==================== uart_hex_tx
Fig. 1: uart_hex_tx, placement by cell class
The bar under the picture is 10 um long. Fill, decap, tap and diode cells in grey.
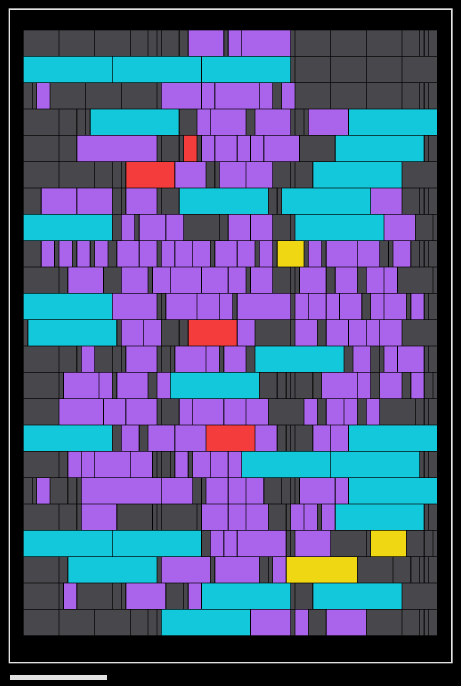

File: config.mk
export PLATFORM = sky130hd
export DESIGN_NAME = uart_hex_tx
export DESIGN_NICKNAME = d
export VERILOG_FILES = /design/src/rtl/uart_hex_tx.sv
export SDC_FILE = /design/constraint.sdc
export NUM_CORES = 1
export LEC_CHECK = 0
export ABC_AREA = 0
export CORE_ASPECT_RATIO = 1.5
export CORE_UTILIZATION = 60
export CTS_CLUSTER_DIAMETER = 40
export CTS_CLUSTER_SIZE = 40
export DETAILED_ROUTE_END_ITERATION = 10
export DONT_BUFFER_PORTS = 1
export PLACE_DENSITY = 0.81
export SKIP_CTS_REPAIR_TIMING = 1
export SLEW_MARGIN = 30
export SYNTH_ARGS = -nofsm -noshare
export SYNTH_HDL_FRONTEND = slang
export SYNTH_SLANG_ARGS = --single-unit
File: constraint.sdc
create_clock -name clk -period 4.5 [get_ports clk]
set_input_delay 0.45 -clock clk [delete_from_list [all_inputs] [get_ports clk]]
set_output_delay 0.45 -clock clk [all_outputs]
set_load 0.03 [all_outputs]
File: src/rtl/uart_hex_tx.sv
// rtl/uart_hex_tx.sv - formats 16-bit words as ASCII hex text for the UART transmitter
//
// Each accepted word is emitted as four hex digits, most significant nibble
// first, optionally followed by CR LF. One character leaves per output
// handshake.
//
// Parameters:
//   NEWLINE        1: append 0x0D 0x0A after the digits, 0: digits only
//   UPPERCASE      1: digits A-F are 0x41-0x46, 0: they are 0x61-0x66
//
// Ports:
//   clk            in   system clock, rising edge
//   resetn         in   asynchronous active-low reset
//   word_in        in   16-bit word, sampled on the input handshake
//   word_in_valid  in   upstream has a word
//   word_in_ready  out  block can accept a word (decoded from state only)
//   data_out       out  registered ASCII character for uart_tx
//   data_out_valid out  registered, data_out holds a character
//   data_out_ready in   uart_tx accepts the character

module uart_hex_tx #(
    parameter int NEWLINE   = 1,
    parameter int UPPERCASE = 1
) (
    input  logic        clk,
    input  logic        resetn,
    input  logic [15:0] word_in,
    input  logic        word_in_valid,
    output logic        word_in_ready,
    output logic [7:0]  data_out,
    output logic        data_out_valid,
    input  logic        data_out_ready
);

    // Index of the final character of a string.
    localparam logic [2:0] LAST       = (NEWLINE != 0) ? 3'd5 : 3'd3;
    localparam logic [7:0] ALPHA_BASE = (UPPERCASE != 0) ? 8'h41 : 8'h61;

    typedef enum logic [0:0] {
        IDLE = 1'b0,
        SEND = 1'b1
    } state_t;

    state_t      state_q, state_d;
    logic [2:0]  idx_q, idx_d;
    logic [15:0] word_q, word_d;
    logic [7:0]  data_out_q, data_out_d;
    logic        valid_q, valid_d;

    // 8-bit arithmetic, any carry out is dropped.
    function automatic logic [7:0] hex_char(input logic [3:0] n);
        if (n < 4'd10) begin
            return 8'h30 + {4'h0, n};
        end
        return ALPHA_BASE + {4'h0, n} - 8'd10;
    endfunction

    // Character selected by a string position. Positions 6 and 7 cannot be
    // reached; they decode to '?' so a corrupted index is visible on the wire.
    function automatic logic [7:0] char_at(input logic [15:0] w, input logic [2:0] i);
        case (i)
            3'd0:    return hex_char(w[15:12]);
            3'd1:    return hex_char(w[11:8]);
            3'd2:    return hex_char(w[7:4]);
            3'd3:    return hex_char(w[3:0]);
            3'd4:    return 8'h0D;
            3'd5:    return 8'h0A;
            default: return 8'h3F;
        endcase
    endfunction

    always_comb begin
        state_d = state_q;
        idx_d   = idx_q;
        word_d  = word_q;

        case (state_q)
            IDLE: begin
                if (word_in_valid) begin
                    word_d  = word_in;
                    idx_d   = 3'd0;
                    state_d = SEND;
                end
            end
            SEND: begin
                if (data_out_ready) begin
                    if (idx_q == LAST) begin
                        idx_d   = 3'd0;
                        state_d = IDLE;
                    end else begin
                        idx_d = idx_q + 3'd1;
                    end
                end
            end
            default: begin
                idx_d   = 3'd0;
                state_d = IDLE;
            end
        endcase

        // The outputs are registered, so the character for the next cycle is
        // decoded from the next-state values. Under backpressure the next
        // state equals the current one and the character holds.
        valid_d    = (state_d == SEND);
        data_out_d = (state_d == SEND) ? char_at(word_d, idx_d) : 8'h00;
    end

    always_ff @(posedge clk or negedge resetn) begin
        if (!resetn) begin
            state_q    <= IDLE;
            idx_q      <= 3'd0;
            word_q     <= 16'h0000;
            data_out_q <= 8'h00;
            valid_q    <= 1'b0;
        end else begin
            state_q    <= state_d;
            idx_q      <= idx_d;
            word_q     <= word_d;
            data_out_q <= data_out_d;
            valid_q    <= valid_d;
        end
    end

    assign word_in_ready  = (state_q == IDLE);
    assign data_out       = data_out_q;
    assign data_out_valid = valid_q;

endmodule

==================== instr_encoder
[config.mk]
export PLATFORM = sky130hd
export DESIGN_NAME = instr_encoder
export DESIGN_NICKNAME = d
export VERILOG_FILES = /design/src/rtl/instr_encoder.sv
export SDC_FILE = /design/constraint.sdc
export NUM_CORES = 1
export LEC_CHECK = 0
export CORE_MARGIN = 2
export CORE_UTILIZATION = 30
export CTS_BUF_LIST = sky130_fd_sc_hd__clkbuf_8
export CTS_CLUSTER_DIAMETER = 40
export DETAILED_ROUTE_END_ITERATION = 12
export GPL_TIMING_DRIVEN = 0
export SETUP_SLACK_MARGIN = 0.05
export SLEW_MARGIN = 30
export SYNTH_ARGS = -nofsm -noshare
export SYNTH_HDL_FRONTEND = slang
export SYNTH_SLANG_ARGS = --single-unit
[constraint.sdc]
create_clock -name i_clk -period 2.6 [get_ports i_clk]
set_clock_uncertainty 0.05 [all_clocks]
set_input_delay 0.26 -clock i_clk [delete_from_list [all_inputs] [get_ports i_clk]]
set_output_delay 0.26 -clock i_clk [all_outputs]
set_load 0.02 [all_outputs]
[src/rtl/instr_encoder.sv]
// instr_encoder: builds RV32I instruction words from a structured request
// and queues them in a small FIFO that writes into instruction memory at an
// auto-incrementing address.
// Optional feature macro: ENC_ALIGN_CHECK_EN rejects misaligned branch/jump
// immediates as invalid requests.
module instr_encoder #(
  parameter int          DEPTH     = 4,
  parameter logic [31:0] BASE_ADDR = 32'h0000_0000
) (
  input  logic                      i_clk,
  input  logic                      i_rst,
  input  logic                      i_restart,
  input  logic                      i_req_valid,
  output logic                      o_req_ready,
  input  logic [3:0]                i_class,
  input  logic [2:0]                i_funct3,
  input  logic                      i_funct7b5,
  input  logic [4:0]                i_rd,
  input  logic [4:0]                i_rs1,
  input  logic [4:0]                i_rs2,
  input  logic [31:0]               i_imm,
  output logic                      o_imem_we,
  output logic [31:0]               o_imem_addr,
  output logic [31:0]               o_imem_wdata,
  input  logic                      i_imem_ready,
  output logic                      o_err,
  output logic [$clog2(DEPTH):0]    o_count
);

  localparam int AW = $clog2(DEPTH);
  localparam int CW = AW + 1;
  localparam logic [CW-1:0] FULL_COUNT = CW'(DEPTH);

  localparam logic [6:0] OP_R     = 7'b0110011;
  localparam logic [6:0] OP_LOAD  = 7'b0000011;
  localparam logic [6:0] OP_IMM   = 7'b0010011;
  localparam logic [6:0] OP_JALR  = 7'b1100111;
  localparam logic [6:0] OP_STORE = 7'b0100011;
  localparam logic [6:0] OP_JAL   = 7'b1101111;
  localparam logic [6:0] OP_BR    = 7'b1100011;
  localparam logic [6:0] OP_LUI   = 7'b0110111;
  localparam logic [6:0] OP_AUIPC = 7'b0010111;

  logic [31:0]   mem [DEPTH];
  logic [AW-1:0] rd_ptr;
  logic [AW-1:0] wr_ptr;
  logic [CW-1:0] count;
  logic [31:0]   head_addr;
  logic          err_flag;

  logic [31:0]   enc_word;
  logic          class_ok;
  logic          accept;
  logic          push;
  logic          pop;
  logic          bit30;

  // Combinational encoder: assemble the word for the requested class and
  // flag classes (or, optionally, immediates) that cannot be encoded.
  always_comb begin
    enc_word = 32'h0;
    class_ok = 1'b1;
    bit30    = (i_funct3 == 3'b101) ? i_funct7b5 : i_imm[10];
    case (i_class)
      4'd0: enc_word = {1'b0, i_funct7b5, 5'b00000, i_rs2, i_rs1, i_funct3, i_rd, OP_R};
      4'd1: enc_word = {i_imm[11:0], i_rs1, 3'b010, i_rd, OP_LOAD};
      4'd2: enc_word = {i_imm[11], bit30, i_imm[9:0], i_rs1, i_funct3, i_rd, OP_IMM};
      4'd3: enc_word = {i_imm[11:0], i_rs1, 3'b000, i_rd, OP_JALR};
      4'd4: enc_word = {i_imm[11:5], i_rs2, i_rs1, 3'b010, i_imm[4:0], OP_STORE};
      4'd5: enc_word = {i_imm[20], i_imm[10:1], i_imm[11], i_imm[19:12], i_rd, OP_JAL};
      4'd6: enc_word = {i_imm[12], i_imm[10:5], i_rs2, i_rs1, 3'b000, i_imm[4:1],
                        i_imm[11], OP_BR};
      4'd7: enc_word = {i_imm[31:12], i_rd, OP_LUI};
      4'd8: enc_word = {i_imm[31:12], i_rd, OP_AUIPC};
      default: class_ok = 1'b0;
    endcase
`ifdef ENC_ALIGN_CHECK_EN
    if ((i_class == 4'd5 || i_class == 4'd6) && (i_imm[1:0] != 2'b00))
      class_ok = 1'b0;
    if ((i_class == 4'd3) && i_imm[0])
      class_ok = 1'b0;
`else
    class_ok = class_ok;
`endif
  end

  // Handshake qualifiers; restart overrides both the push and the pop.
  always_comb begin
    o_req_ready = (count < FULL_COUNT);
    accept      = i_req_valid && o_req_ready;
    push        = accept && class_ok && !i_restart;
    pop         = (count != '0) && i_imem_ready && !i_restart;
  end

  // FIFO storage; contents need no reset because occupancy gates visibility.
  always_ff @(posedge i_clk) begin
    if (push)
      mem[wr_ptr] <= enc_word;
  end

  // Pointers, occupancy, head address and sticky error flag.
  always_ff @(posedge i_clk or posedge i_rst) begin
    if (i_rst) begin
      rd_ptr    <= '0;
      wr_ptr    <= '0;
      count     <= '0;
      head_addr <= BASE_ADDR;
      err_flag  <= 1'b0;
    end else if (i_restart) begin
      rd_ptr    <= '0;
      wr_ptr    <= '0;
      count     <= '0;
      head_addr <= BASE_ADDR;
      err_flag  <= 1'b0;
    end else begin
      if (push)
        wr_ptr <= wr_ptr + AW'(1);
      if (pop) begin
        rd_ptr    <= rd_ptr + AW'(1);
        head_addr <= head_addr + 32'd4;
      end
      if (push && !pop)
        count <= count + CW'(1);
      else if (pop && !push)
        count <= count - CW'(1);
      if (accept && !class_ok)
        err_flag <= 1'b1;
    end
  end

  // Memory-side view of the FIFO head.
  always_comb begin
    o_imem_we    = (count != '0);
    o_imem_addr  = head_addr;
    o_imem_wdata = o_imem_we ? mem[rd_ptr] : 32'h0;
    o_err        = err_flag;
    o_count      = count;
  end

endmodule
Fig. 2: instr_encoder, the clock network
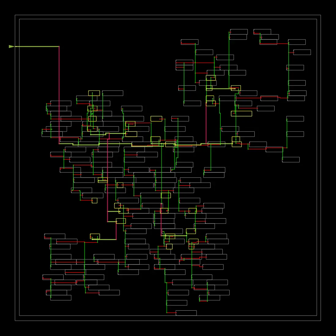
flop count: 162
count of clock buffers in the final design: 17

Fig. 3: instr_encoder, floorplan with the power grid
Pins as bars on the die edge.
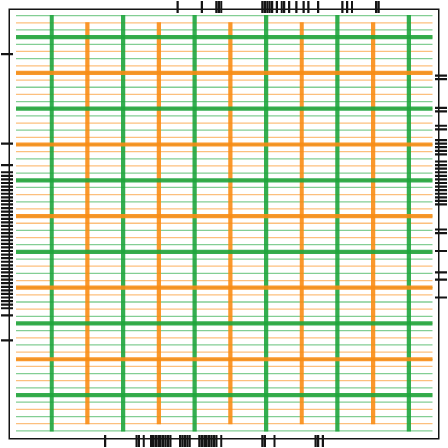
net	colour
VSS	green
VDD	orange
met5 straps	11
met1 rails	59
met4 straps	11
Peak supply drop: 0.000306 V
width of the die: 163 um

==> summary.txt, instr_encoder <==
Latest figures from synthesis and place and route.

The final worst hold slack is 0.250 ns. The run finished with clean final reports. The pre-CTS setup slack is -0.731 ns. The global-route wire length before repair is 29.3 mm. The final-layout fill cell count is ~2400. The total of plain and repair buffers excluding clock buffers is 174. Traced cell by cell, the critical path runs through buf_4 > mux4_2 > nor2b_2 > clkdlybuf4s50_1. Walking the critical path from launch to capture passes 4 cell instances. The logic depth of the worst register-to-register path is 6.

The initial core utilization is approximately 30%. Looking at the global route congestion table, the highest-usage layer is met2. The global-route track usage on met2 is 24.0%. The filler-free cell count of the finished design is ~1100. Counting instances in the post-synthesis netlist gives the leading cell types as sky130_fd_sc_hd__edfxtp_1, sky130_fd_sc_hd__dfrtp_1, sky130_fd_sc_hd__nor2b_1, sky130_fd_sc_hd__nand2_1, sky130_fd_sc_hd__mux4_2. The number of multi-input combinational cells in the layout is 343. The report lists the number of cells resized after CTS as 71. TritonCTS built the clock tree. The number of I/O port buffers is 125. In the final layout, non-clock buffers account for about 16% of the cell area. Buffers added to address setup during post-CTS repair amount to 3. The normalized max-slew margin is 43.9%.

The capturing instance or port of the critical path is o_imem_wdata[0]. The required time of the worst setup path is 2.29 ns. Setup slack closes at around 0.15 ns. The clock passes through at most 2 buffers.
==> instr_encoder: cell families after synthesis <==
kind of cell               count (synthesis)  share of synthesized area [%]
DFF                                      162                           61.9
muxes                                     39                           10.4
AOI/OAI and AO/OA                        109                           9.33
other                                      1                         0.0497
adders and majority gates                  6                           1.09
buffers and inverters                     54                           3.00
xor gates and xnor gates                  14                           1.62
and+or+nand+nor                          173                           12.6
==> instr_encoder: sequential cells by signal, indices dropped and copies added (netlist names) <==
signal,cells
o_imem_addr,30
o_count,3
o_err,1
wr_ptr,2
rd_ptr,2
mem,124
Fig. 4: uart_hex_tx, logic cells by family
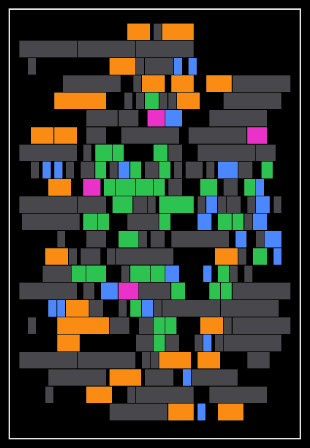
family	colour	cells	most used
aoi and oai cells	green	35	a21oi_1
nor cells	blue	24	nor2_1
non-inverting ao/oa cells	magenta	4	a21o_1
mux cells	orange	23	mux2i_1
commonest non-fill, non-tap cell in the layout: sky130_fd_sc_hd__dfrtp_1
Comb area share: 51.4%

About Fig. 1:
class	colour	cells	share of their area
remaining buffers and delay cells	yellow	3	2.2%
clock drivers and dummy loads	red	4	2.6%
remaining logic cells	purple	148	56%
registers	cyan	27	39%

==> summary.txt, uart_hex_tx <==
Latest figures from synthesis and place and route.

The count of maximum capacitance violations is 0. After synthesis, the chip area reported by Yosys is around 1700 um^2. After layout, the setup clock skew is reported as 0.00433 ns. Of the total power, combinational logic draws 54.7%. The launch point of the worst path is data_out_valid.

TritonCTS built the clock tree. The kind of start point of the critical path is a flop. The number of global-route vias before repair came to 1283.

The uppermost layer routed is met4. The worst flop-to-flop path endpoint is data_out[1]. STA reports a reg2reg setup slack of approximately 2 ns. The biggest slice of the total power is consumed by combinational cells.

The script logs the ratio of routed vias to standard cells as 6.18. In this run the core area contains 23 standard-cell rows. Setup repair after global routing left no endpoint under its margin. For this run, the leading register cell type out of synthesis is sky130_fd_sc_hd__dfrtp_1.

The total power is 1.40 mW. The script computed the net switching share of total power as 46.5%. The post-layout net count is 207. The final worst hold slack is 0.322 ns. Per the final report, the share of cell area in non-clock buffers is 2.10%. The count of boundary I/O pins is 30. The global routing report lists combined usage of all routing layers as 25.0%. Per the synth stats, the proportion of register bits with asynchronous set or reset is 100%. Dividing the final minimum period by the clock period gives 56.7%. The total negative slack for setup checks is 0 ns.

Global route summary, busiest routing layer listed as met2. The number of sequential cells reported for the layout is 27. The top cell class by occupied area is multi-input combinational cells.

The clock-pin transition on the worst setup and hold timing paths is around 0.09 ns. Clock latency on the worst-skew pair, taken at its later pin, is between 0.2 and 0.3 ns. The final tally of max-slew violations is 0.

The sum of met2 wire segment lengths after detailed routing is 1.75 mm. The power in sequential cells is 0.499 mW. The type of the tightest min-delay check is in -> reg.

met2 track demand over resource after global routing is 42.1%. The area of all sequential standard cells is 676 um^2. The number of unique standard cell types used by synthesis is 45.

The flow ran to the end, and the final reports show no timing, DRC or antenna violations. The clock network takes up 2.52% of total cell area after layout. After synthesis, flip-flops and latches occupy between 30% and 40% of the total area.

The most frequent cell after synthesis is sky130_fd_sc_hd__dfrtp_1. Walking the critical path from launch to capture passes 9 cell instances. The achievable frequency is between 0.3 and 0.4 GHz. The cell count of the worst hold path is 2.
-- uart_hex_tx: sequential cells by signal, summed over array words and instances (netlist names) --
register	flops
data_out	7
data_out_valid	1
idx_q	3
word_q	16
-- uart_hex_tx: cells by family after synthesis --
family / after synthesis / share of synthesized area (%)
XOR/XNOR: 6 / 3.08
multiplexers: 23 / 16.0
buffers and inverters: 23 / 6.74
flip-flops: 27 / 39.6
other: 1 / 0.220
AND-OR/OR-AND: 39 / 14.9
AND/OR/NAND/NOR: 58 / 16.6
adder cells (fa/ha/maj): 4 / 2.93


==> screenshots <==
Register map, names as in the netlist.
Other sequential cells in the stronger grey, the rest of the logic in the fainter grey.
(a)
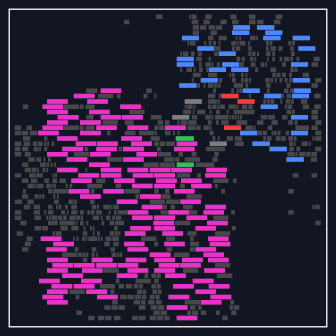
(b)
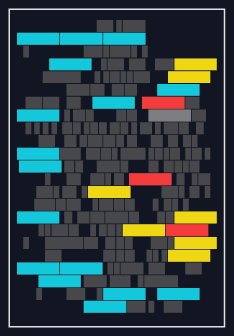
The one with the most cells is (a).
The one with the most sequential cells is (a).
(b) -> uart_hex_tx
(a) -> instr_encoder

Key to (b):
signal	colour	placed flops
data_out	yellow	7
word_q	cyan	16
idx_q	red	3
not coloured	1

Power is estimated from default activity; no workload was simulated.
